# ---- block 1 ----
===== src/rtl/stream_rr_arbiter_if.sv =====
// -----------------------------------------------------------------------------
// stream_rr_arbiter_if
// Bundles every slave-side and FIFO-side signal of the round-robin stream
// arbiter so the arbiter and its environment connect through one port.
//
// Signals (channel i of a packed per-slave vector lives at [i*W +: W]):
//   slv_mode        per-slave mode, 0 = channel not requesting
//   slv_data_valid  per-slave beat valid
//   slv_data        per-slave beat data
//   slv_proc_val    per-slave processing value
//   slv_last        per-slave end-of-packet flag (qualified by valid)
//   slv_ready       per-slave ready, one-hot or zero
//   fifo_full       downstream FIFO full
//   mstr_cmplt      master complete, stalls every transfer
//   slvx_*          registered merged beat toward the FIFO
//   data_source     channel index that produced the merged beat
//   busy            arbiter currently holds a grant
//
// Modports:
//   master  the arbiter itself
//   slave   the environment (slave streams, FIFO, master)
// -----------------------------------------------------------------------------
interface stream_rr_arbiter_if #(
  parameter int NUM_SLV = 4,
  parameter int DW      = 32,
  parameter int PW      = 8,
  parameter int MW      = 2
);

  localparam int SW = (NUM_SLV > 1) ? $clog2(NUM_SLV) : 1;

  logic [NUM_SLV*MW-1:0] slv_mode;
  logic [NUM_SLV-1:0]    slv_data_valid;
  logic [NUM_SLV*DW-1:0] slv_data;
  logic [NUM_SLV*PW-1:0] slv_proc_val;
  logic [NUM_SLV-1:0]    slv_last;
  logic [NUM_SLV-1:0]    slv_ready;
  logic                  fifo_full;
  logic                  mstr_cmplt;
  logic                  slvx_data_valid;
  logic [DW-1:0]         slvx_data;
  logic [MW-1:0]         slvx_mode;
  logic [PW-1:0]         slvx_proc_val;
  logic                  slvx_last;
  logic [SW-1:0]         data_source;
  logic                  busy;

  modport master (
    input  slv_mode, slv_data_valid, slv_data, slv_proc_val, slv_last,
    input  fifo_full, mstr_cmplt,
    output slv_ready, slvx_data_valid, slvx_data, slvx_mode, slvx_proc_val,
    output slvx_last, data_source, busy
  );

  modport slave (
    output slv_mode, slv_data_valid, slv_data, slv_proc_val, slv_last,
    output fifo_full, mstr_cmplt,
    input  slv_ready, slvx_data_valid, slvx_data, slvx_mode, slvx_proc_val,
    input  slvx_last, data_source, busy
  );

endinterface


===== src/rtl/stream_rr_arbiter.sv =====
// -----------------------------------------------------------------------------
// stream_rr_arbiter
// Merges NUM_SLV image-data slave streams into one registered stream toward
// the processing FIFO. Grants are round-robin at packet granularity with an
// optional cap of MAX_BURST beats per grant (0 = no cap). FIFO full and
// master-complete drop the granted channel's ready without losing the grant.
// Every merged beat carries the index of the channel it came from.
//
// Ports:
//   clk     clock
//   rst     asynchronous reset, active-high
//   arb_io  stream_rr_arbiter_if.master carrying all slave/FIFO signals
// -----------------------------------------------------------------------------
module stream_rr_arbiter #(
  parameter int NUM_SLV   = 4,
  parameter int DW        = 32,
  parameter int PW        = 8,
  parameter int MW        = 2,
  parameter int MAX_BURST = 0
) (
  input logic                  clk,
  input logic                  rst,
  stream_rr_arbiter_if.master  arb_io
);

  localparam int SW = (NUM_SLV > 1) ? $clog2(NUM_SLV) : 1;
  localparam int CW = (MAX_BURST > 0) ? $clog2(MAX_BURST + 1) : 1;
  localparam logic [CW-1:0] BURST_LIM = CW'(MAX_BURST);

  typedef enum logic {
    IDLE  = 1'b0,
    GRANT = 1'b1
  } state_t;

  state_t        state_q, state_d;
  logic [SW-1:0] grant_q, grant_d;
  logic [SW-1:0] rrPtr_q, rrPtr_d;
  logic [CW-1:0] beatCnt_q, beatCnt_d;

  logic          outValid_q;
  logic [DW-1:0] outData_q;
  logic [MW-1:0] outMode_q;
  logic [PW-1:0] outProc_q;
  logic          outLast_q;
  logic [SW-1:0] outSrc_q;

  logic [NUM_SLV-1:0] req;
  logic               anyReq;
  logic [SW-1:0]      pick;
  logic               selValid;
  logic [DW-1:0]      selData;
  logic [MW-1:0]      selMode;
  logic [PW-1:0]      selProc;
  logic               selLast;
  logic               grantReady;
  logic [NUM_SLV-1:0] readyVec;
  logic               accept;
  logic               capHit;
  logic               modeDrop;

  // A channel requests whenever its mode is non-zero.
  always_comb begin
    req = '0;
    for (int i = 0; i < NUM_SLV; i++) begin
      req[i] = |arb_io.slv_mode[i*MW +: MW];
    end
  end

  // Round-robin pick: scan from the slot after the last winner and wrap, so
  // the last winner is considered last and can never starve the others.
  always_comb begin : rrSearch
    logic [SW-1:0] cand;
    anyReq = 1'b0;
    pick   = '0;
    cand   = '0;
    for (int k = 1; k <= NUM_SLV; k++) begin
      cand = SW'((int'(rrPtr_q) + k) % NUM_SLV);
      if (!anyReq && req[cand]) begin
        anyReq = 1'b1;
        pick   = cand;
      end
    end
  end

  // Steer the granted channel's inputs and build the one-hot ready vector.
  // The ready is combinational from the registered grant so back-pressure
  // removes it in the same cycle it appears.
  always_comb begin
    selValid   = 1'b0;
    selData    = '0;
    selMode    = '0;
    selProc    = '0;
    selLast    = 1'b0;
    readyVec   = '0;
    grantReady = (state_q == GRANT) && !arb_io.fifo_full && !arb_io.mstr_cmplt;
    for (int i = 0; i < NUM_SLV; i++) begin
      if (grant_q == SW'(i)) begin
        selValid    = arb_io.slv_data_valid[i];
        selData     = arb_io.slv_data[i*DW +: DW];
        selMode     = arb_io.slv_mode[i*MW +: MW];
        selProc     = arb_io.slv_proc_val[i*PW +: PW];
        selLast     = arb_io.slv_last[i];
        readyVec[i] = grantReady;
      end
    end
  end

  // Handshake and release qualifiers for the current grant. A mode drop is
  // ignored while the master-complete stall is active so the grant is kept.
  always_comb begin
    accept   = grantReady && selValid;
    capHit   = (MAX_BURST != 0) && ((beatCnt_q + 1'b1) == BURST_LIM);
    modeDrop = (state_q == GRANT) && (selMode == '0) && !arb_io.mstr_cmplt;
  end

  // Next-state logic: IDLE spends exactly one cycle arbitrating, GRANT holds
  // the winner until end of packet, burst cap, or mode drop.
  always_comb begin
    state_d   = state_q;
    grant_d   = grant_q;
    rrPtr_d   = rrPtr_q;
    beatCnt_d = beatCnt_q;
    unique case (state_q)
      IDLE: begin
        if (anyReq) begin
          state_d   = GRANT;
          grant_d   = pick;
          rrPtr_d   = pick;
          beatCnt_d = '0;
        end
      end
      GRANT: begin
        if (accept) begin
          beatCnt_d = beatCnt_q + 1'b1;
        end
        if ((accept && (selLast || capHit)) || modeDrop) begin
          state_d = IDLE;
        end
      end
      default: state_d = IDLE;
    endcase
  end

  // Arbitration state registers; the pointer starts at the last channel so
  // the first scan after reset begins at channel 0.
  always_ff @(posedge clk or posedge rst) begin
    if (rst) begin
      state_q   <= IDLE;
      grant_q   <= '0;
      rrPtr_q   <= SW'(NUM_SLV - 1);
      beatCnt_q <= '0;
    end else begin
      state_q   <= state_d;
      grant_q   <= grant_d;
      rrPtr_q   <= rrPtr_d;
      beatCnt_q <= beatCnt_d;
    end
  end

  // Output beat register: one-cycle latency after accept; the payload and
  // source hold their last values while no beat is being emitted.
  always_ff @(posedge clk or posedge rst) begin
    if (rst) begin
      outValid_q <= 1'b0;
      outData_q  <= '0;
      outMode_q  <= '0;
      outProc_q  <= '0;
      outLast_q  <= 1'b0;
      outSrc_q   <= '0;
    end else begin
      outValid_q <= accept;
      if (accept) begin
        outData_q <= selData;
        outMode_q <= selMode;
        outProc_q <= selProc;
        outLast_q <= selLast;
        outSrc_q  <= grant_q;
      end
    end
  end

  assign arb_io.slv_ready       = readyVec;
  assign arb_io.slvx_data_valid = outValid_q;
  assign arb_io.slvx_data       = outData_q;
  assign arb_io.slvx_mode       = outMode_q;
  assign arb_io.slvx_proc_val   = outProc_q;
  assign arb_io.slvx_last       = outLast_q;
  assign arb_io.data_source     = outSrc_q;
  assign arb_io.busy            = (state_q == GRANT);

endmodule


===== src/flat_wrapper.sv =====
// flat-port wrapper written by rule: the top's interface ports become plain ports
module stream_rr_arbiter_flat 
#(
  parameter int NUM_SLV   = 4,
  parameter int DW        = 32,
  parameter int PW        = 8,
  parameter int MW        = 2,
  parameter int MAX_BURST = 0
)
  (clk, rst, arb_io_slv_mode, arb_io_slv_data_valid, arb_io_slv_data, arb_io_slv_proc_val, arb_io_slv_last, arb_io_fifo_full, arb_io_mstr_cmplt, arb_io_slv_ready, arb_io_slvx_data_valid, arb_io_slvx_data, arb_io_slvx_mode, arb_io_slvx_proc_val, arb_io_slvx_last, arb_io_data_source, arb_io_busy);
  stream_rr_arbiter_if #(.NUM_SLV(NUM_SLV), .DW(DW), .PW(PW), .MW(MW)) arb_io_i ();
  input logic clk;
  input logic rst;
  input wire logic [$bits(arb_io_i.slv_mode)-1:0] arb_io_slv_mode;
  input wire logic [$bits(arb_io_i.slv_data_valid)-1:0] arb_io_slv_data_valid;
  input wire logic [$bits(arb_io_i.slv_data)-1:0] arb_io_slv_data;
  input wire logic [$bits(arb_io_i.slv_proc_val)-1:0] arb_io_slv_proc_val;
  input wire logic [$bits(arb_io_i.slv_last)-1:0] arb_io_slv_last;
  input wire logic [$bits(arb_io_i.fifo_full)-1:0] arb_io_fifo_full;
  input wire logic [$bits(arb_io_i.mstr_cmplt)-1:0] arb_io_mstr_cmplt;
  output wire logic [$bits(arb_io_i.slv_ready)-1:0] arb_io_slv_ready;
  output wire logic [$bits(arb_io_i.slvx_data_valid)-1:0] arb_io_slvx_data_valid;
  output wire logic [$bits(arb_io_i.slvx_data)-1:0] arb_io_slvx_data;
  output wire logic [$bits(arb_io_i.slvx_mode)-1:0] arb_io_slvx_mode;
  output wire logic [$bits(arb_io_i.slvx_proc_val)-1:0] arb_io_slvx_proc_val;
  output wire logic [$bits(arb_io_i.slvx_last)-1:0] arb_io_slvx_last;
  output wire logic [$bits(arb_io_i.data_source)-1:0] arb_io_data_source;
  output wire logic [$bits(arb_io_i.busy)-1:0] arb_io_busy;
  assign arb_io_i.slv_mode = arb_io_slv_mode;
  assign arb_io_i.slv_data_valid = arb_io_slv_data_valid;
  assign arb_io_i.slv_data = arb_io_slv_data;
  assign arb_io_i.slv_proc_val = arb_io_slv_proc_val;
  assign arb_io_i.slv_last = arb_io_slv_last;
  assign arb_io_i.fifo_full = arb_io_fifo_full;
  assign arb_io_i.mstr_cmplt = arb_io_mstr_cmplt;
  assign arb_io_slv_ready = arb_io_i.slv_ready;
  assign arb_io_slvx_data_valid = arb_io_i.slvx_data_valid;
  assign arb_io_slvx_data = arb_io_i.slvx_data;
  assign arb_io_slvx_mode = arb_io_i.slvx_mode;
  assign arb_io_slvx_proc_val = arb_io_i.slvx_proc_val;
  assign arb_io_slvx_last = arb_io_i.slvx_last;
  assign arb_io_data_source = arb_io_i.data_source;
  assign arb_io_busy = arb_io_i.busy;
  stream_rr_arbiter #(.NUM_SLV(NUM_SLV), .DW(DW), .PW(PW), .MW(MW), .MAX_BURST(MAX_BURST)) u_core (.clk(clk), .rst(rst), .arb_io(arb_io_i));
endmodule

===== config.mk =====
export PLATFORM = sky130hd
export DESIGN_NAME = stream_rr_arbiter_flat
export DESIGN_NICKNAME = d
export VERILOG_FILES = /design/src/rtl/stream_rr_arbiter_if.sv /design/src/rtl/stream_rr_arbiter.sv /design/src/flat_wrapper.sv
export SDC_FILE = /design/constraint.sdc
export NUM_CORES = 1
export LEC_CHECK = 0
export ABC_AREA = 1
export CORE_UTILIZATION = 35
export DETAILED_ROUTE_END_ITERATION = 6
export HOLD_SLACK_MARGIN = 0.05
export PLACE_DENSITY = 0.88
export SLEW_MARGIN = 20
export SYNTH_ARGS = -nofsm -noshare
export SYNTH_HDL_FRONTEND = slang
export SYNTH_SLANG_ARGS = --single-unit

===== constraint.sdc =====
create_clock -name clk -period 4.55 [get_ports clk]
set_input_delay 0.6825 -clock clk [delete_from_list [all_inputs] [get_ports clk]]
set_output_delay 0.6825 -clock clk [all_outputs]
set_load 0.05 [all_outputs]

block_1/final_congestion.png
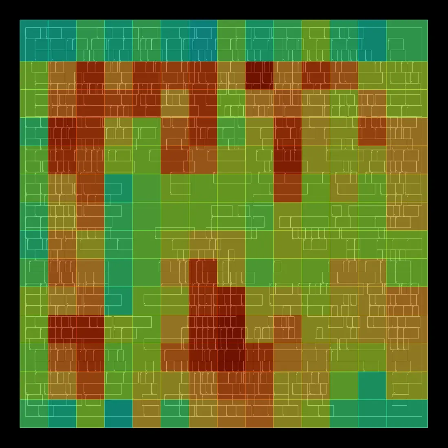
global routing usage on met3: 0.0613
final core occ: 0.632
GRT Resource Usage Total: 0.265
GR Util met1: 0.290

block_1/clock_map.png
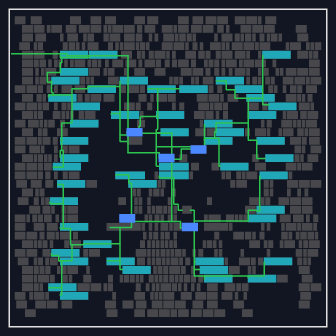
[clock wires] green | length: 670 microns
[cells driving clock nets] blue | count: 5
[flip-flops] cyan | count: 51
routed clock nets	6
Worst-Skew Late Latency: 0.31 ns
final setup skew: 0.00846 ns
Clk power: 341 uW
clock power share: 0.095

==> results.sh <==
# source this file to load flow results
export IMPL_critPathKind="reg2reg"
export IMPL_grt_remaining_overflow=0
export IMPL_yosysTopAreaCellShare=0.366
export IMPL_endpoint_kind="register"
export IMPL_total_power_uw=3610
export IMPL_ys_sh_simple=0.461
export IMPL_grt_max_degree=51
export IMPL_wl_met3_microns=1200
export IMPL_status="finished, final reports clean"
export IMPL_slowest_delay_ns=0.88
export IMPL_seq_share=0.219
export IMPL_coreArea_sq_um=9240
export IMPL_dr_total_vias=4502
export IMPL_fin_cells=849
export IMPL_synth_cell_types=21
export IMPL_top_area_cell="dfrtp_1"
export IMPL_htreeDepth=2
export IMPL_cts_tree="done"
export IMPL_slew_viol_final=0
export IMPL_holdWs_ns=0.514
export IMPL_ys_warn_count=0
export IMPL_bufAreaShareNonClock=0.402
export IMPL_dr_max_layer_used="met4"
export IMPL_rrSetupSlack_ns=0.67
export IMPL_buffers_excl_clock=236
export IMPL_logic_gate_count=408
-- worst paths after layout --
check | start | depth (start not counted) | to
max in group asynchronous | rst | 3 | u_core.arb_io.slvx_data[1]$_DFFE_PP0P_
min reg2reg | u_core.arb_io.slvx_data[22]$_DFFE_PP0P_ | 2 | u_core.arb_io.slvx_data[22]$_DFFE_PP0P_
max | u_core.grant_q[1]$_DFFE_PP0P_ | 7 | u_core.arb_io.data_source[0]$_DFFE_PP0P_
min | u_core.arb_io.slvx_data[22]$_DFFE_PP0P_ | 2 | u_core.arb_io.slvx_data[22]$_DFFE_PP0P_
min in group asynchronous | rst | 2 | u_core.arb_io.slvx_data[7]$_DFFE_PP0P_
max reg2reg | u_core.grant_q[1]$_DFFE_PP0P_ | 7 | u_core.arb_io.data_source[0]$_DFFE_PP0P_
-- synthesized netlist by cell type, drive strengths merged --
master,number
a21boi,1
a21oi,6
buf,12
clkbuf,24
dfrtp,49
dfstp,2
inv,17
nand2,220
nand3,94
nand3b,1
nand4,25
nor2,18
nor3,2
o211ai,18
o21ai,20
o22ai,3

# ---- block 2 ----
block_2/met3.png
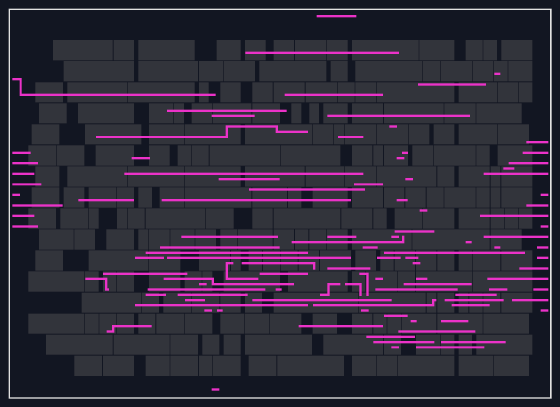
block_2/final_congestion.png
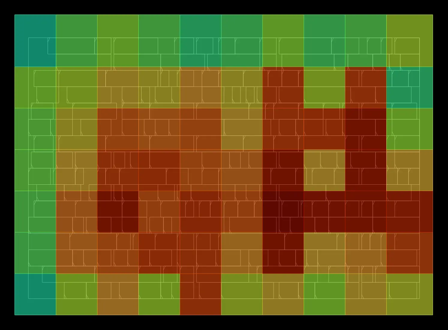
block_2/clock_map.png
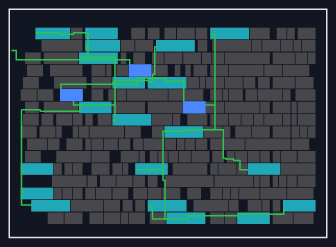
[src/rtl/alu_seq_fsm.sv]
// Sequencer for a bus-based ALU datapath: drives two operands onto the bus,
// runs the ALU, and writes the result back into the destination register.
module alu_seq_fsm #(
    parameter int INSTR_W    = 16,
    parameter int SEL_W      = 6,
    parameter int NREG       = 6,
    parameter int ALU_OP_MIN = 9,
    parameter int SETTLE     = 0
) (
    input  logic               clk,
    input  logic               rst,
    input  logic               start,
    input  logic [INSTR_W-1:0] instr,
    input  logic               abort,
    output logic [NREG-1:0]    reg_out_en,
    output logic [NREG-1:0]    reg_in_en,
    output logic               pc_inc,
    output logic               alu_in1,
    output logic               alu_in2,
    output logic               alu_out_latch,
    output logic               alu_out_en,
    output logic               busy,
    output logic               done,
    output logic               err
);

    localparam int P1_LO = INSTR_W - 4 - SEL_W;
    localparam int P2_LO = P1_LO - SEL_W;
    localparam int NW    = SEL_W + 1;

    localparam logic [3:0]    OP_MIN = 4'(ALU_OP_MIN);
    localparam logic [3:0]    SET_V  = 4'(SETTLE);
    localparam logic [NW-1:0] NREG_V = NW'(NREG);

    typedef enum logic [3:0] {
        IDLE, S1_DRV, S1_LAT, S2_DRV, S2_LAT,
        EXEC, WB_DRV, WB_LAT, DONE, ERR
    } state_t;

    state_t           state, nxt;
    logic [3:0]       cnt;
    logic [SEL_W-1:0] p1, p2;

    logic [3:0]       op_live;
    logic [SEL_W-1:0] p1_live, p2_live;
    logic             accept, legal, last_exec;

    assign op_live   = instr[INSTR_W-1 -: 4];
    assign p1_live   = instr[P1_LO +: SEL_W];
    assign p2_live   = instr[P2_LO +: SEL_W];
    assign accept    = start && (op_live >= OP_MIN);
    assign legal     = ({1'b0, p1_live} < NREG_V) && ({1'b0, p2_live} < NREG_V);
    assign last_exec = (cnt == SET_V);

    function automatic logic [NREG-1:0] onehot(input logic [SEL_W-1:0] s);
        logic [NREG-1:0] v;
        for (int i = 0; i < NREG; i++) v[i] = (s == SEL_W'(i));
        return v;
    endfunction

    always_ff @(posedge clk) begin
        if (!rst) begin
            state <= IDLE;
            cnt   <= '0;
            p1    <= '0;
            p2    <= '0;
        end else begin
            state <= nxt;
            if (state == EXEC && nxt == EXEC) cnt <= cnt + 4'd1;
            else                              cnt <= '0;
            // Operand selects are frozen for the whole instruction
            if (state == IDLE && nxt != IDLE) begin
                p1 <= p1_live;
                p2 <= p2_live;
            end
        end
    end

    always_comb begin
        nxt           = state;
        reg_out_en    = '0;
        reg_in_en     = '0;
        pc_inc        = 1'b0;
        alu_in1       = 1'b0;
        alu_in2       = 1'b0;
        alu_out_latch = 1'b0;
        alu_out_en    = 1'b0;
        done          = 1'b0;
        err           = 1'b0;
        busy          = (state != IDLE);
        unique case (state)
            IDLE: if (accept) nxt = legal ? S1_DRV : ERR;
            S1_DRV: begin
                reg_out_en = onehot(p1);
                pc_inc     = 1'b1;
                nxt        = S1_LAT;
            end
            S1_LAT: begin
                reg_out_en = onehot(p1);
                alu_in1    = 1'b1;
                nxt        = S2_DRV;
            end
            S2_DRV: begin
                reg_out_en = onehot(p2);
                nxt        = S2_LAT;
            end
            S2_LAT: begin
                reg_out_en = onehot(p2);
                alu_in2    = 1'b1;
                nxt        = EXEC;
            end
            EXEC: begin
                alu_out_latch = last_exec;
                if (last_exec) nxt = WB_DRV;
            end
            WB_DRV: begin
                alu_out_en = 1'b1;
                nxt        = WB_LAT;
            end
            WB_LAT: begin
                alu_out_en = 1'b1;
                reg_in_en  = onehot(p1);
                nxt        = DONE;
            end
            DONE: begin
                done = 1'b1;
                nxt  = IDLE;
            end
            ERR: begin
                err = 1'b1;
                nxt = IDLE;
            end
            default: nxt = IDLE;
        endcase
        if (abort) nxt = IDLE;
    end

endmodule

[config.mk]
export PLATFORM = sky130hd
export DESIGN_NAME = alu_seq_fsm
export DESIGN_NICKNAME = d
export VERILOG_FILES = /design/src/rtl/alu_seq_fsm.sv
export SDC_FILE = /design/constraint.sdc
export NUM_CORES = 1
export LEC_CHECK = 0
export CAP_MARGIN = 20
export CORE_ASPECT_RATIO = 0.7
export CORE_MARGIN = 2
export CORE_UTILIZATION = 40
export CTS_BUF_LIST = sky130_fd_sc_hd__clkbuf_4 sky130_fd_sc_hd__clkbuf_8
export CTS_CLUSTER_DIAMETER = 30
export DETAILED_ROUTE_END_ITERATION = 8
export GPL_ROUTABILITY_DRIVEN = 1
export PLACE_DENSITY = 0.74
export SYNTH_ARGS = -nofsm -noshare
export SYNTH_HDL_FRONTEND = slang
export SYNTH_SLANG_ARGS = --single-unit
[constraint.sdc]
create_clock -name clk -period 1.5 [get_ports clk]
set_clock_uncertainty 0.1 [all_clocks]
set_input_delay 0.3 -clock clk [delete_from_list [all_inputs] [get_ports clk]]
set_output_delay 0.3 -clock clk [all_outputs]
set_load 0.01 [all_outputs]
==> results.sh <==
# source this file to load flow results
export IMPL_status="finished, violations left"
export IMPL_violations="negative setup slack"
export IMPL_synth_stat_cells=150
export IMPL_hpwl_microns=2900
export IMPL_die_y_microns=50.1
export IMPL_yosysChipArea_sq_um=1210
export IMPL_cellPowerDensity_nw_per_um2=565
export IMPL_peakVddDrop_uv=655
export IMPL_ys_sh_simple=0.322
export IMPL_top_area_cell="dfxtp_1"
export IMPL_viasPerCell=6.69
export IMPL_rsz0062_at_grt="true"
export IMPL_grt_remaining_overflow=0
export IMPL_grt_max_degree=13
export IMPL_top_regs="p1 (6), p2 (6)"
export IMPL_netlist_instances=150
export IMPL_cts_resized_gates=144
export IMPL_xor_share=0.0289
export IMPL_firstDrtPassIters=5
export IMPL_regArea_sq_um=437
export IMPL_coreArea_sq_um=2840
export IMPL_syn_num_nets=172
export IMPL_worst_r2r_endpoint="p2[3]$_SDFFE_PN0P_"
export IMPL_clkSlewWorstSetupHoldPaths_ns=0.08
export IMPL_initial_utilization=0.427
export IMPL_cts_tree="done"
export IMPL_post_cts_buffers=11
export IMPL_setup_violations_final=38
export IMPL_fin_crit_ns=2.16
export IMPL_area_delta_synth_final_pct=113
export IMPL_place_congestion=0.866
export IMPL_drc=0
export IMPL_layout_setup_ws_ns=-0.655
## Picture notes: block_2/met3.png
longest straight run	30.6 microns
nets with wire on the layer	73
share of all routed wire	11%
via count: 1793
global routing usage on met3: 0.110
final WL: 6640 microns

## Picture notes: block_2/final_congestion.png
routed len/inst: 24.8 microns
GRT Resource Usage Total: 0.320
most used routing layer in global routing: met2
final core occ: 0.909

## Picture notes: block_2/clock_map.png
[flip-flops] cyan | count: 20
[cells driving clock nets] blue | count: 3
[clock wires] green | length: 292 microns
flops lie	widely spread
Worst-Skew Late Latency: 0.26 ns
clock power share: 0.385

## per-layer routing
layer | GRT usage | wire, microns | vias up | share of wire
met1 | 0.388 | 2510 | 852 | 0.38
met5 | 0 | 0 | - | 0
met4 | 0.128 | 354 | 0 | 0.053
met2 | 0.522 | 3070 | 153 | 0.46
met3 | 0.110 | 706 | 48 | 0.11
li1 | - | - | 740 | -
## layout make-up
type                            instances  area share
Clock inverter                          1      0.0116
Sequential cell                        20       0.169
Clock buffer                            3      0.0160
Multi-Input combinational cell        112       0.455
Tap cell                               36      0.0174
Timing Repair Buffer                   89       0.321
Inverter                                7      0.0102
## per-stage QoR
| stage | instances | TNS [ns] | utilization | total power [uW] |
|---|---|---|---|---|
| 3_5_place_dp | 240 | -11.46 | 0.651 | 772 |
| 5_1_grt | 268 | -13.64 | 0.909 | 1500 |
| 4_1_cts | 256 | -7.73 | 0.810 | 1390 |
| 6_report | 268 | -12.51 | 0.909 | 1460 |
| 3_3_place_gp | 240 | -10.72 | 0.651 | 765 |
| 2_1_floorplan | 150 | -0.152 | - | 655 |
## where the power goes
group	switching, uW	internal [uW]
Combinational	175	168
Clock	206	357
Sequential	23.6	531

# ---- block 3 ----
<file path="config.mk">
export PLATFORM = sky130hd
export DESIGN_NAME = bcd_cascade_counter
export DESIGN_NICKNAME = d
export VERILOG_FILES = /design/src/rtl/bcd_cascade_counter.sv
export SDC_FILE = /design/constraint.sdc
export NUM_CORES = 1
export LEC_CHECK = 0
export ABC_AREA = 1
export CORE_MARGIN = 5
export CORE_UTILIZATION = 49
export CTS_BUF_LIST = sky130_fd_sc_hd__clkbuf_8
export CTS_CLUSTER_DIAMETER = 120
export DETAILED_ROUTE_END_ITERATION = 10
export GPL_ROUTABILITY_DRIVEN = 0
export PLACE_DENSITY = 0.79
export SLEW_MARGIN = 0
export SYNTH_ARGS = -nofsm -noshare
export SYNTH_HDL_FRONTEND = slang
export SYNTH_SLANG_ARGS = --single-unit
</file>
<file path="constraint.sdc">
create_clock -name clk -period 1.5 [get_ports clk]
set_input_delay 0.3 -clock clk [delete_from_list [all_inputs] [get_ports clk]]
set_output_delay 0.3 -clock clk [all_outputs]
set_load 0.005 [all_outputs]
</file>
<file path="src/rtl/bcd_cascade_counter.sv">
// Multi-digit packed-BCD up/down counter with parallel load, wrap/saturate limits,
// terminal-count flag for cascading, and registered wrap / bad-load pulses.
module bcd_cascade_counter #(
  parameter int unsigned DIGITS = 2,
  parameter bit          SAT    = 1'b0
) (
  input  logic                  clk,
  input  logic                  rst,
  input  logic                  en,
  input  logic                  up_dn,
  input  logic                  load,
  input  logic [4*DIGITS-1:0]   load_val,
  output logic [4*DIGITS-1:0]   count,
  output logic                  tc,
  output logic                  wrap,
  output logic                  load_err
);

  localparam int unsigned W = 4 * DIGITS;

  logic [W-1:0]      r_count;
  logic              r_wrap;
  logic              r_load_err;

  logic [DIGITS:0]   w_up_chain;
  logic [DIGITS:0]   w_dn_chain;
  logic [W-1:0]      w_up_val;
  logic [W-1:0]      w_dn_val;
  logic [W-1:0]      w_load_val;
  logic [DIGITS-1:0] w_bad_digit;
  logic              w_at_max;
  logic              w_at_min;
  logic [W-1:0]      w_count_nxt;
  logic              w_wrap_nxt;
  logic              w_load_err_nxt;

  assign w_up_chain[0] = 1'b1;
  assign w_dn_chain[0] = 1'b1;

  // Per-digit ripple enables: a digit steps when every lower digit sits at its limit.
  for (genvar g = 0; g < DIGITS; g++) begin : g_digit
    logic [3:0] w_dig;
    logic [3:0] w_ld;

    assign w_dig = r_count[4*g +: 4];
    assign w_ld  = load_val[4*g +: 4];

    assign w_up_chain[g+1] = w_up_chain[g] & (w_dig == 4'd9);
    assign w_dn_chain[g+1] = w_dn_chain[g] & (w_dig == 4'd0);

    assign w_up_val[4*g +: 4] = !w_up_chain[g]   ? w_dig :
                                (w_dig == 4'd9)  ? 4'd0  : w_dig + 4'd1;
    assign w_dn_val[4*g +: 4] = !w_dn_chain[g]   ? w_dig :
                                (w_dig == 4'd0)  ? 4'd9  : w_dig - 4'd1;

    assign w_bad_digit[g]       = (w_ld > 4'd9);
    assign w_load_val[4*g +: 4] = w_bad_digit[g] ? 4'd9 : w_ld;
  end

  assign w_at_max = w_up_chain[DIGITS];
  assign w_at_min = w_dn_chain[DIGITS];

  // Next-count selection: load beats enable, enable beats hold.
  always_comb begin
    w_count_nxt    = r_count;
    w_wrap_nxt     = 1'b0;
    w_load_err_nxt = 1'b0;
    if (load) begin
      w_count_nxt    = w_load_val;
      w_load_err_nxt = |w_bad_digit;
    end else if (en) begin
      if (up_dn) begin
        if (w_at_max && SAT) begin
          w_count_nxt = r_count;
        end else begin
          w_count_nxt = w_up_val;
          w_wrap_nxt  = w_at_max;
        end
      end else begin
        if (w_at_min && SAT) begin
          w_count_nxt = r_count;
        end else begin
          w_count_nxt = w_dn_val;
          w_wrap_nxt  = w_at_min;
        end
      end
    end
  end

  always_ff @(posedge clk or negedge rst) begin
    if (!rst) begin
      r_count    <= '0;
      r_wrap     <= 1'b0;
      r_load_err <= 1'b0;
    end else begin
      r_count    <= w_count_nxt;
      r_wrap     <= w_wrap_nxt;
      r_load_err <= w_load_err_nxt;
    end
  end

  assign count    = r_count;
  assign wrap     = r_wrap;
  assign load_err = r_load_err;

  // Terminal count ignores SAT so it can directly enable a downstream stage.
  assign tc = en & ~load & (up_dn ? w_at_max : w_at_min);

endmodule
</file>
block_3/drive_strength.png
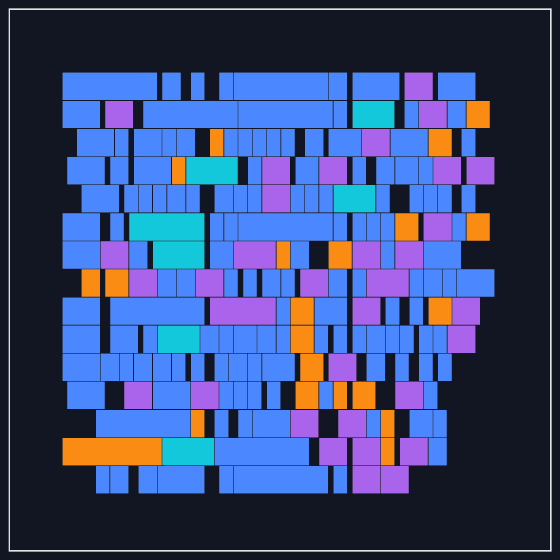
size	color	cells
drive 6 and up	cyan	7
drive 1 or less	blue	143
drive 3 to 4	purple	33
drive 2	orange	21
post-route cell area: 1450 sq um
Area Overhead vs Synth: 65.0%
nonclk buf count: 56
setup ws final: -0.157 ns

==> results.sh <==
# source this file to load flow results
export IMPL_cts_hold_buf=0
export IMPL_p_seq_uw=378
export IMPL_clockPowerShare=0.185
export IMPL_synth_cell_types=20
export IMPL_syn_num_nets=159
export IMPL_dp_cells=222
export IMPL_finalHoldViolCount=0
export IMPL_post_route_util=0.846
export IMPL_final_nets=219
export IMPL_io_buffers=23
export IMPL_fin_crit_ns=1.66
export IMPL_n_antenna_cell=0
export IMPL_clock_skew_ns=0.000727
export IMPL_comb_power_uw=796
export IMPL_syn_area_sq_um=876
export IMPL_p_switching_uw=551
export IMPL_clockBufferDepth=2
export IMPL_tightestPinTransition_ns=0.469
export IMPL_synth_stat_cells=146
export IMPL_crit_top_cell="nor2_1"
export IMPL_layout_setup_ws_ns=-0.157
export IMPL_bufAreaShareNonClock=0.336
export IMPL_n_tap_cell=25
export IMPL_cp_depth=6
export IMPL_setup_violations_final=2
export IMPL_status="finished, violations left"
export IMPL_switching_share=0.383
export IMPL_seq_area_frac_synth=0.286
export IMPL_violations="negative setup slack"
export IMPL_slowest_delay_ns=0.42
export IMPL_cp_max_fo=3
export IMPL_logic_gate_count=112
export IMPL_ant_nets=0
export IMPL_clkLatencyLatePin_ns=0.23
export IMPL_crit_path_start="count[5]$_DFFE_PN0P_"
export IMPL_dpl_cell_area_sq_um=1350
==> cells by family (layout without fill, tap and decap cells) <==
kind of cell,count (synthesis),after routing,share of synthesized area
and+or+nand+nor,100,100,0.533
buffers and inverters,24,82,0.107
AOI/OAI and AO/OA,12,12,0.0743
DFF,10,10,0.286
==> what timing repair did <==
item                                    CTS  global route
gates resized                            13            10
endpoints found under the setup margin    8             8
endpoints found under the hold margin     0             0
pin swaps                                 3             4
setup buffers                             1             3
==> state kept, by name, indices dropped and copies added, names as in the netlist <==
register and cells:
wrap 1, load_err 1, count 8
==> cell usage after synthesis (all sizes together) <==
| master | number | area [sq um] |
|---|---|---|
| nor2 | 20 | 90.1 |
| dfrtp | 10 | 250 |
| nor3 | 2 | 10.0 |
| nand3 | 16 | 92.6 |
| inv | 23 | 86.3 |
| o211ai | 1 | 7.51 |
| nand4 | 5 | 31.3 |
| nand2 | 57 | 243 |
| a22oi | 1 | 7.51 |
| o21ai | 7 | 35.0 |
| a21oi | 3 | 15.0 |
| buf | 1 | 7.51 |
==> layer usage <==
metal	up-vias	GRT usage	part of all wire
met3	9	0.0456	0.076
met5	-	0	0
met1	537	0.321	0.44
met2	43	0.385	0.46
li1	581	-	-
met4	0	0.0936	0.021

# ---- block 4 ----
block_4/met3.png
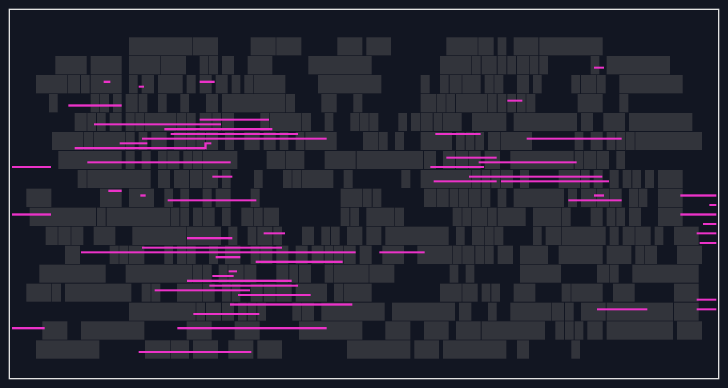
[src/rtl/vga_timing_gen.sv]
// Two-mode VGA timing generator: per-mode pixel divider, sync polarity and
// frame-boundary mode switching, with an optional tick-clocked sync delay line.
module vga_timing_gen #(
  parameter logic [47:0] M0_H       = {12'd800, 12'd56, 12'd120, 12'd64},
  parameter logic [47:0] M0_V       = {12'd600, 12'd37, 12'd6,   12'd23},
  parameter int          M0_DIV     = 1,
  parameter logic [1:0]  M0_POL     = 2'b11,
  parameter logic [47:0] M1_H       = {12'd640, 12'd16, 12'd96,  12'd48},
  parameter logic [47:0] M1_V       = {12'd480, 12'd10, 12'd2,   12'd33},
  parameter int          M1_DIV     = 2,
  parameter logic [1:0]  M1_POL     = 2'b00,
  parameter int          COL_W      = 11,
  parameter int          ROW_W      = 10,
  parameter int          SYNC_DELAY = 0,
  parameter logic        MODE_RESET = 1'b0
) (
  input  logic             clock,
  input  logic             reset,
  input  logic             mode_sel,
  output logic             mode_active,
  output logic             pix_en,
  output logic [COL_W-1:0] display_col,
  output logic [ROW_W-1:0] display_row,
  output logic             visible,
  output logic             hsync,
  output logic             vsync,
  output logic             line_start,
  output logic             frame_start
);

  // Field slices of a packed {active, front porch, sync, back porch} word.
  function automatic logic [12:0] f_act(input logic [47:0] p);
    return 13'(p[47:36]);
  endfunction
  function automatic logic [12:0] f_ss(input logic [47:0] p);
    return 13'(p[47:36]) + 13'(p[35:24]);
  endfunction
  function automatic logic [12:0] f_se(input logic [47:0] p);
    return 13'(p[47:36]) + 13'(p[35:24]) + 13'(p[23:12]);
  endfunction
  function automatic logic [12:0] f_tot(input logic [47:0] p);
    return 13'(p[47:36]) + 13'(p[35:24]) + 13'(p[23:12]) + 13'(p[11:0]);
  endfunction

  localparam logic [1:0][12:0] H_ACT = {f_act(M1_H), f_act(M0_H)};
  localparam logic [1:0][12:0] H_SS  = {f_ss(M1_H),  f_ss(M0_H)};
  localparam logic [1:0][12:0] H_SE  = {f_se(M1_H),  f_se(M0_H)};
  localparam logic [1:0][12:0] H_TOT = {f_tot(M1_H), f_tot(M0_H)};
  localparam logic [1:0][12:0] V_ACT = {f_act(M1_V), f_act(M0_V)};
  localparam logic [1:0][12:0] V_SS  = {f_ss(M1_V),  f_ss(M0_V)};
  localparam logic [1:0][12:0] V_SE  = {f_se(M1_V),  f_se(M0_V)};
  localparam logic [1:0][12:0] V_TOT = {f_tot(M1_V), f_tot(M0_V)};
  localparam logic [1:0][1:0]  DIVM1 = {2'(M1_DIV - 1), 2'(M0_DIV - 1)};
  localparam logic [1:0][1:0]  POL   = {M1_POL, M0_POL};

  logic             mode_q, mode_d, sync1_q, sync2_q;
  logic [1:0]       div_q, div_d;
  logic [COL_W-1:0] col_q, col_d;
  logic [ROW_W-1:0] row_q, row_d;
  logic             tick, eol, eof;
  logic             vis_d, hs_raw, vs_raw, hs_del, vs_del;
  logic             pix_en_q, vis_q, hs_q, vs_q, ls_q, fs_q;

  always_comb begin
    tick   = (div_q == DIVM1[mode_q]);
    eol    = (13'(col_q) == H_TOT[mode_q] - 13'd1);
    eof    = eol && (13'(row_q) == V_TOT[mode_q] - 13'd1);
    mode_d = mode_q;
    col_d  = col_q;
    row_d  = row_q;
    div_d  = tick ? 2'd0 : 2'(div_q + 2'd1);
    if (tick) begin
      if (eof) begin
        mode_d = sync2_q;
        col_d  = '0;
        row_d  = '0;
      end else if (eol) begin
        col_d  = '0;
        row_d  = ROW_W'(row_q + 1'b1);
      end else begin
        col_d  = COL_W'(col_q + 1'b1);
      end
    end
    // Decode from the post-tick counters and mode so everything lines up.
    vis_d  = (13'(col_d) < H_ACT[mode_d]) && (13'(row_d) < V_ACT[mode_d]);
    hs_raw = ((13'(col_d) >= H_SS[mode_d]) && (13'(col_d) < H_SE[mode_d]))
             ? POL[mode_d][1] : ~POL[mode_d][1];
    vs_raw = ((13'(row_d) >= V_SS[mode_d]) && (13'(row_d) < V_SE[mode_d]))
             ? POL[mode_d][0] : ~POL[mode_d][0];
  end

  generate
    if (SYNC_DELAY == 0) begin : g_nodly
      assign hs_del = hs_raw;
      assign vs_del = vs_raw;
    end else begin : g_dly
      logic [SYNC_DELAY-1:0] hd_q, vd_q;
      always_ff @(posedge clock or negedge reset) begin
        if (!reset) begin
          hd_q <= {SYNC_DELAY{~POL[MODE_RESET][1]}};
          vd_q <= {SYNC_DELAY{~POL[MODE_RESET][0]}};
        end else if (tick) begin
          hd_q[0] <= hs_raw;
          vd_q[0] <= vs_raw;
          for (int k = 1; k < SYNC_DELAY; k++) begin
            hd_q[k] <= hd_q[k-1];
            vd_q[k] <= vd_q[k-1];
          end
        end
      end
      assign hs_del = hd_q[SYNC_DELAY-1];
      assign vs_del = vd_q[SYNC_DELAY-1];
    end
  endgenerate

  always_ff @(posedge clock or negedge reset) begin
    if (!reset) begin
      sync1_q  <= MODE_RESET;
      sync2_q  <= MODE_RESET;
      mode_q   <= MODE_RESET;
      div_q    <= '0;
      col_q    <= COL_W'(H_TOT[MODE_RESET] - 13'd1);
      row_q    <= ROW_W'(V_TOT[MODE_RESET] - 13'd1);
      pix_en_q <= 1'b0;
      vis_q    <= 1'b0;
      hs_q     <= ~POL[MODE_RESET][1];
      vs_q     <= ~POL[MODE_RESET][0];
      ls_q     <= 1'b0;
      fs_q     <= 1'b0;
    end else begin
      sync1_q  <= mode_sel;
      sync2_q  <= sync1_q;
      div_q    <= div_d;
      pix_en_q <= tick;
      ls_q     <= tick && (col_d == '0);
      fs_q     <= tick && (col_d == '0) && (row_d == '0);
      if (tick) begin
        mode_q <= mode_d;
        col_q  <= col_d;
        row_q  <= row_d;
        vis_q  <= vis_d;
        hs_q   <= hs_del;
        vs_q   <= vs_del;
      end
    end
  end

  assign mode_active = mode_q;
  assign pix_en      = pix_en_q;
  assign display_col = col_q;
  assign display_row = row_q;
  assign visible     = vis_q;
  assign hsync       = hs_q;
  assign vsync       = vs_q;
  assign line_start  = ls_q;
  assign frame_start = fs_q;

endmodule

[config.mk]
export PLATFORM = sky130hd
export DESIGN_NAME = vga_timing_gen
export DESIGN_NICKNAME = d
export VERILOG_FILES = /design/src/rtl/vga_timing_gen.sv
export SDC_FILE = /design/constraint.sdc
export NUM_CORES = 1
export LEC_CHECK = 0
export ABC_AREA = 1
export CORE_ASPECT_RATIO = 0.5
export CORE_MARGIN = 2
export CORE_UTILIZATION = 55
export DETAILED_ROUTE_END_ITERATION = 7
export GPL_TIMING_DRIVEN = 1
export HOLD_SLACK_MARGIN = 0.05
export PLACE_DENSITY_LB_ADDON = 0.1
export SYNTH_ARGS = -nofsm -noshare
export SYNTH_HDL_FRONTEND = slang
export SYNTH_SLANG_ARGS = --single-unit
[constraint.sdc]
create_clock -name clock -period 4.9 [get_ports clock]
set_clock_uncertainty 0.15 [all_clocks]
set_input_delay 0.98 -clock clock [delete_from_list [all_inputs] [get_ports clock]]
set_output_delay 0.98 -clock clock [all_outputs]
set_load 0.02 [all_outputs]
==> results.sh <==
# source this file to load flow results
export IMPL_endpoint_kind="register"
export IMPL_top_area_cell="dfrtp_1"
export IMPL_holdWs_ns=0.201
export IMPL_place_congestion=1.01
export IMPL_yosysTopAreaCellShare=0.210
export IMPL_syn_area_sq_um=2620
export IMPL_largest_class="logic gates"
export IMPL_logic_family="simple AND/OR/NAND/NOR gates"
export IMPL_wl_met2_microns=2800
export IMPL_cp_start_kind="register"
export IMPL_viasPerCell=5.41
export IMPL_ys_sh_simple=0.387
export IMPL_power_leakage_uw=0.00160
export IMPL_syn_num_nets=378
export IMPL_xor_share=0.0196
export IMPL_n_all_inverters=65
export IMPL_crit_top_cell="nand2_1"
export IMPL_status="finished, final reports clean"
export IMPL_hpwl_microns=4890
export IMPL_drive_gt1_frac=0.165
## Picture notes: block_4/met3.png
longest straight run	39.1 microns
share of all routed wire	7.9%
final WL: 6510 microns
via count: 2461
global routing usage on met3: 0.0640

[sequential cells by signal (all words and copies together) (netlist names)]
name	cells
display_col	11
display_row	10
div_q	2
frame_start	1
hsync	1
line_start	1
mode_active	1
pix_en	1
sync1_q	1
sync2_q	1
visible	1
vsync	1
[path summary, 6_finish.rpt]
kind                                            start                         end  slack [ns]
min                                 sync1_q$_DFF_PN0_           sync2_q$_DFF_PN0_        0.20
max                        display_col[0]$_DFFE_PN1P_           vsync$_DFFE_PN0P_        1.34
max in group asynchronous                       reset  display_col[3]$_DFFE_PN1P_        3.33
max reg2reg                display_col[0]$_DFFE_PN1P_           vsync$_DFFE_PN0P_        1.34
min reg2reg                         sync1_q$_DFF_PN0_           sync2_q$_DFF_PN0_        0.20
min in group asynchronous                       reset           sync1_q$_DFF_PN0_        0.93
[cells in the mapped netlist, drive strengths merged]
cell type	instances
nand2	88
inv	64
nand3	41
nor2	41
dfrtp	22
ha	20
o21ai	15
nand4	12
a21oi	11
dfstp	10
nor3	10
buf	5
xor2	4
nor4	2
or2	2
a21boi	1
a21o	1
a31oi	1
and3	1
clkinv	1
o21a	1
o21bai	1
xnor2	1

# ---- block 5 ----
block_5/drive_strength.png
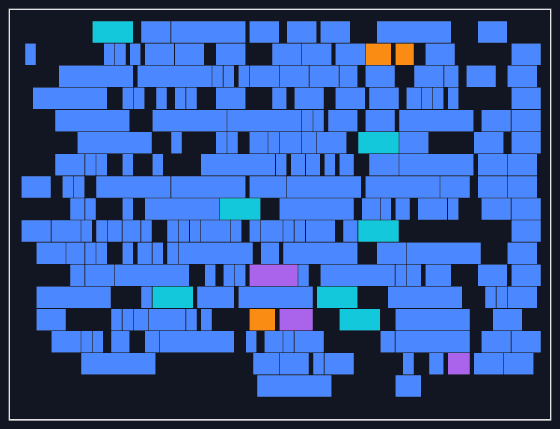
block_5/gate_families.png
The bar under the picture is 20 microns long.
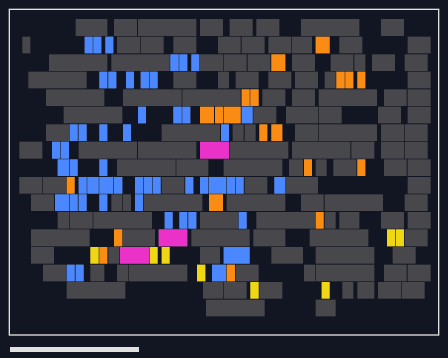
<file path="src/rtl/alu_exec_stage.sv">
// alu_exec_stage: sequential execute stage around the 8-bit combinational ALU.
// Holds the accumulator (ALU operand A) and the operand register (ALU operand B),
// waits a programmed number of settle cycles, then writes back the ALU result and
// the C/V/N/Z flags. Optional feature macro: DIV_BY_ZERO_TRAP_EN (divide-by-zero
// trap; when undefined a DIV by zero runs through the ALU and div_err stays 0).
module alu_exec_stage #(
  parameter int ARITH_WAIT  = 1,
  parameter int MULDIV_WAIT = 4
) (
  input  logic       clk,
  input  logic       rst_n,
  input  logic       req_valid,
  output logic       req_ready,
  input  logic [2:0] req_op,
  input  logic [7:0] req_operand,
  output logic [7:0] alu_a,
  output logic [7:0] alu_b,
  output logic       alu_sub,
  output logic [2:0] alu_op_select,
  input  logic [7:0] alu_result,
  input  logic       alu_cout,
  input  logic       alu_overflow,
  output logic [7:0] acc,
  output logic       flag_c,
  output logic       flag_v,
  output logic       flag_n,
  output logic       flag_z,
  output logic       done,
  output logic       div_err
);

  localparam int CW = $clog2(MULDIV_WAIT + 1);

  localparam logic [2:0] OP_ADD = 3'b000;
  localparam logic [2:0] OP_SUB = 3'b001;
  localparam logic [2:0] OP_AND = 3'b010;
  localparam logic [2:0] OP_OR  = 3'b011;
  localparam logic [2:0] OP_MUL = 3'b100;
  localparam logic [2:0] OP_DIV = 3'b101;
  localparam logic [2:0] OP_LDA = 3'b110;

  typedef enum logic {S_IDLE, S_EXEC} state_t;

  state_t          state_q, state_d;
  logic [CW-1:0]   cnt_q;
  logic [CW-1:0]   wait_load;
  logic [2:0]      op_q;
  logic [7:0]      opnd_q;
  logic [7:0]      acc_q;
  logic            c_q, v_q, n_q, z_q;
  logic            done_q;
  logic [2:0]      alu_sel_q;
  logic            alu_sub_q;
  logic            accept;
  logic            capture;
  logic            div_trap;
  logic            trap_q;

  assign accept  = req_valid && (state_q == S_IDLE);
  assign capture = (state_q == S_EXEC) && (cnt_q == '0);

`ifdef DIV_BY_ZERO_TRAP_EN
  logic div_err_q;
  assign div_trap = (req_op == OP_DIV) && (req_operand == 8'h00);
  assign div_err  = div_err_q;
`else
  assign div_trap = 1'b0;
  assign div_err  = 1'b0;
`endif

  // Settle-cycle count loaded at accept (WAIT-1); LDA/NOP/trapped DIV take one edge
  always_comb begin
    wait_load = '0;
    case (req_op)
      OP_ADD, OP_SUB, OP_AND, OP_OR: wait_load = CW'(ARITH_WAIT - 1);
      OP_MUL, OP_DIV:                wait_load = div_trap ? '0 : CW'(MULDIV_WAIT - 1);
      default:                       wait_load = '0;
    endcase
  end

  // State register
  always_ff @(posedge clk or negedge rst_n) begin
    if (!rst_n) state_q <= S_IDLE;
    else        state_q <= state_d;
  end

  // Next-state logic: IDLE -> EXEC on accept, EXEC -> IDLE on the capture edge
  always_comb begin
    state_d = state_q;
    case (state_q)
      S_IDLE:  if (accept)  state_d = S_EXEC;
      S_EXEC:  if (capture) state_d = S_IDLE;
      default: state_d = S_IDLE;
    endcase
  end

  // Output logic: ready only while idle; everything else comes straight from registers
  always_comb begin
    req_ready     = (state_q == S_IDLE);
    alu_a         = acc_q;
    alu_b         = opnd_q;
    alu_sub       = alu_sub_q;
    alu_op_select = alu_sel_q;
    acc           = acc_q;
    flag_c        = c_q;
    flag_v        = v_q;
    flag_n        = n_q;
    flag_z        = z_q;
    done          = done_q;
  end

  // Datapath: latch request at accept, count settle cycles, write back on capture
  always_ff @(posedge clk or negedge rst_n) begin
    if (!rst_n) begin
      cnt_q     <= '0;
      op_q      <= 3'b000;
      opnd_q    <= 8'h00;
      acc_q     <= 8'h00;
      c_q       <= 1'b0;
      v_q       <= 1'b0;
      n_q       <= 1'b0;
      z_q       <= 1'b0;
      done_q    <= 1'b0;
      alu_sel_q <= 3'b000;
      alu_sub_q <= 1'b0;
      trap_q    <= 1'b0;
`ifdef DIV_BY_ZERO_TRAP_EN
      div_err_q <= 1'b0;
`endif
    end else begin
      done_q <= capture;
      if (accept) begin
        op_q      <= req_op;
        opnd_q    <= req_operand;
        cnt_q     <= wait_load;
        trap_q    <= div_trap;
        // LDA/NOP leave the ALU on op 000; it is ignored for them anyway
        alu_sel_q <= (req_op[2:1] == 2'b11) ? 3'b000 : req_op;
        alu_sub_q <= (req_op == OP_SUB);
`ifdef DIV_BY_ZERO_TRAP_EN
        div_err_q <= 1'b0;
`endif
      end else if ((state_q == S_EXEC) && (cnt_q != '0)) begin
        cnt_q <= cnt_q - 1'b1;
      end

      if (capture) begin
        if (trap_q) begin
`ifdef DIV_BY_ZERO_TRAP_EN
          div_err_q <= 1'b1;
`endif
        end else begin
          case (op_q)
            OP_LDA: begin
              acc_q <= opnd_q;
              n_q   <= opnd_q[7];
              z_q   <= (opnd_q == 8'h00);
            end
            OP_ADD, OP_SUB: begin
              acc_q <= alu_result;
              c_q   <= alu_cout;
              v_q   <= alu_overflow;
              n_q   <= alu_result[7];
              z_q   <= (alu_result == 8'h00);
            end
            OP_AND, OP_OR, OP_MUL, OP_DIV: begin
              acc_q <= alu_result;
              c_q   <= 1'b0;
              v_q   <= 1'b0;
              n_q   <= alu_result[7];
              z_q   <= (alu_result == 8'h00);
            end
            default: ; // NOP: nothing changes, done still pulses
          endcase
        end
      end
    end
  end

endmodule

</file>
<file path="config.mk">
export PLATFORM = sky130hd
export DESIGN_NAME = alu_exec_stage
export DESIGN_NICKNAME = d
export VERILOG_FILES = /design/src/rtl/alu_exec_stage.sv
export SDC_FILE = /design/constraint.sdc
export NUM_CORES = 1
export LEC_CHECK = 0
export CORE_ASPECT_RATIO = 0.75
export CORE_UTILIZATION = 48
export CTS_BUF_LIST = sky130_fd_sc_hd__clkbuf_8
export CTS_CLUSTER_DIAMETER = 50
export CTS_CLUSTER_SIZE = 12
export DETAILED_ROUTE_END_ITERATION = 8
export GPL_ROUTABILITY_DRIVEN = 0
export PLACE_DENSITY = 0.88
export SLEW_MARGIN = 10
export SYNTH_ARGS = -nofsm -noshare
export SYNTH_HDL_FRONTEND = slang
export SYNTH_SLANG_ARGS = --single-unit
</file>
<file path="constraint.sdc">
create_clock -name clk -period 4 [get_ports clk]
set_input_delay 0.4 -clock clk [delete_from_list [all_inputs] [get_ports clk]]
set_output_delay 0.4 -clock clk [all_outputs]
set_load 0.02 [all_outputs]
</file>
==> results.sh <==
# source this file to load flow results
export IMPL_syn_area_sq_um=1490
export IMPL_dr_total_vias=1275
export IMPL_n_all_inverters=8
export IMPL_grtUsageMet3=0.0545
export IMPL_viasPerCell=5.14
export IMPL_clkLatencyLatePin_ns=0.28
export IMPL_syn_avg_cell_area_sq_um=9.34
export IMPL_yosysTopAreaCellShare=0.519
export IMPL_status="finished, final reports clean"
export IMPL_ant_nets=0
export IMPL_bufAreaShareNonClock=0.275
export IMPL_dr_max_layer_used="met4"
export IMPL_top_cell="nand2_1"
export IMPL_io_buffers=57
export IMPL_slew_viol_final=0
export IMPL_drc=0
export IMPL_tightestPinTransition_ns=0.946
Notes on block_5/drive_strength.png above:
size	color	cells
drive 3 to 4	purple	3
drive 6 and up	cyan	7
drive 2	orange	3
drive 1 or less	blue	197
nonclk buf count: 58
post-route cell area: 2110 sq um
setup ws final: 2.10 ns
Area Overhead vs Synth: 41.0%

Notes on block_5/gate_families.png above:
family	color	cells	most used
NAND gates	blue	51	nand2_1
inverters	yellow	8	inv_1
NOR gates	orange	20	nor2_1
adder and majority cells	magenta	3	ha_1
most frequent logic cell in the layout: clkdlybuf4s50_1
Comb area share: 0.273

==> worst paths after layout <==
path	start	endpoint	slack [ns]	depth (start not counted)
min	alu_op_select[2]$_DFFE_PN0P_	alu_op_select[2]$_DFFE_PN0P_	0.49	2
max in group asynchronous	rst_n	cnt_q[1]$_DFFE_PN0P_	3.20	2
min reg2reg	alu_op_select[2]$_DFFE_PN0P_	alu_op_select[2]$_DFFE_PN0P_	0.49	2
max reg2reg	state_q$_DFF_PN0_	cnt_q[0]$_DFFE_PN0P_	2.25	4
max	req_valid	cnt_q[0]$_DFFE_PN0P_	2.10	5
min in group asynchronous	rst_n	done$_DFF_PN0_	0.52	2
==> per-stage QoR <==
step | utilization | total power [uW] | cells | setup slack (ns)
after global routing | 0.712 | 1880 | 248 | 1.92
final | 0.712 | 1770 | 248 | 2.10
after detailed placement | 0.678 | 1500 | 240 | 1.84
after CTS | 0.712 | 1780 | 248 | 2.14
after global placement | 0.678 | 1450 | 240 | 1.94
after floorplan | - | 1140 | 160 | 2.54
==> kinds of logic after synthesis <==
family          share of synthesized area
flops                               0.519
simple gates                        0.204
buf+inv                            0.0963
fa+ha+maj                          0.0251
compound gates                     0.0921
other cells                       0.00251
mux                                0.0603


==> gallery <==
The metal 3 layer.
panel A
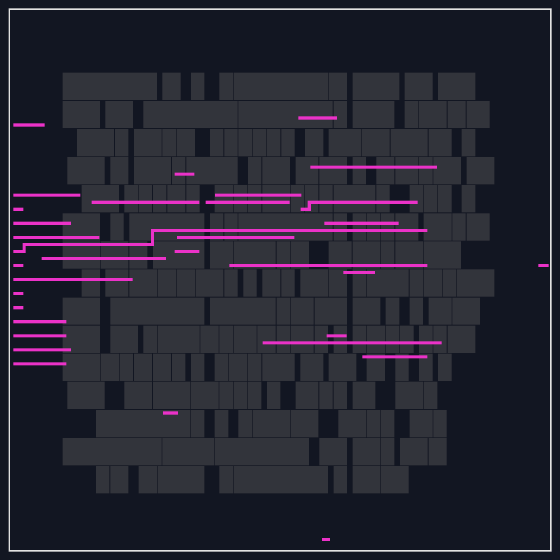
panel B
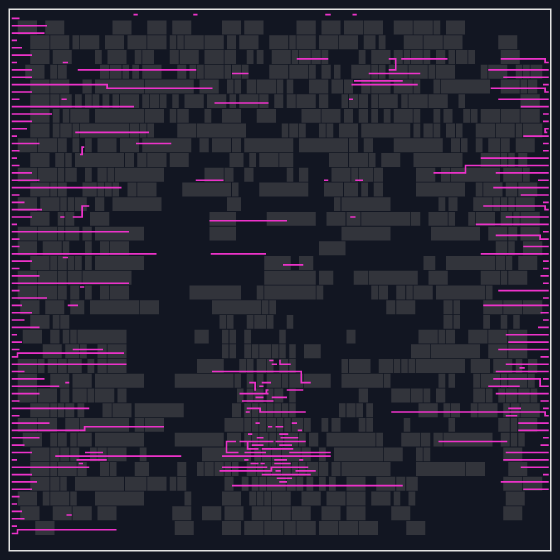
panel C
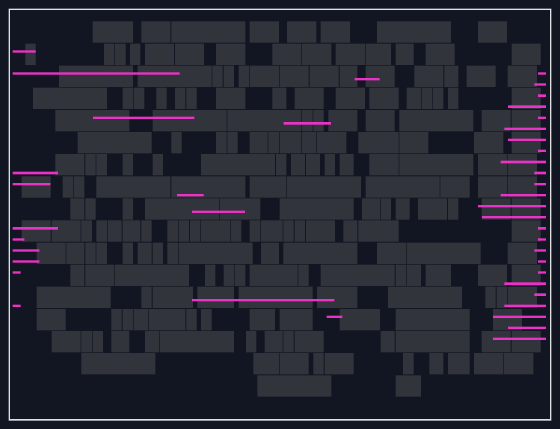
- panel C = block 5
- panel A = block 3
- panel B = block 1

Power is estimated from default activity; no workload was simulated.
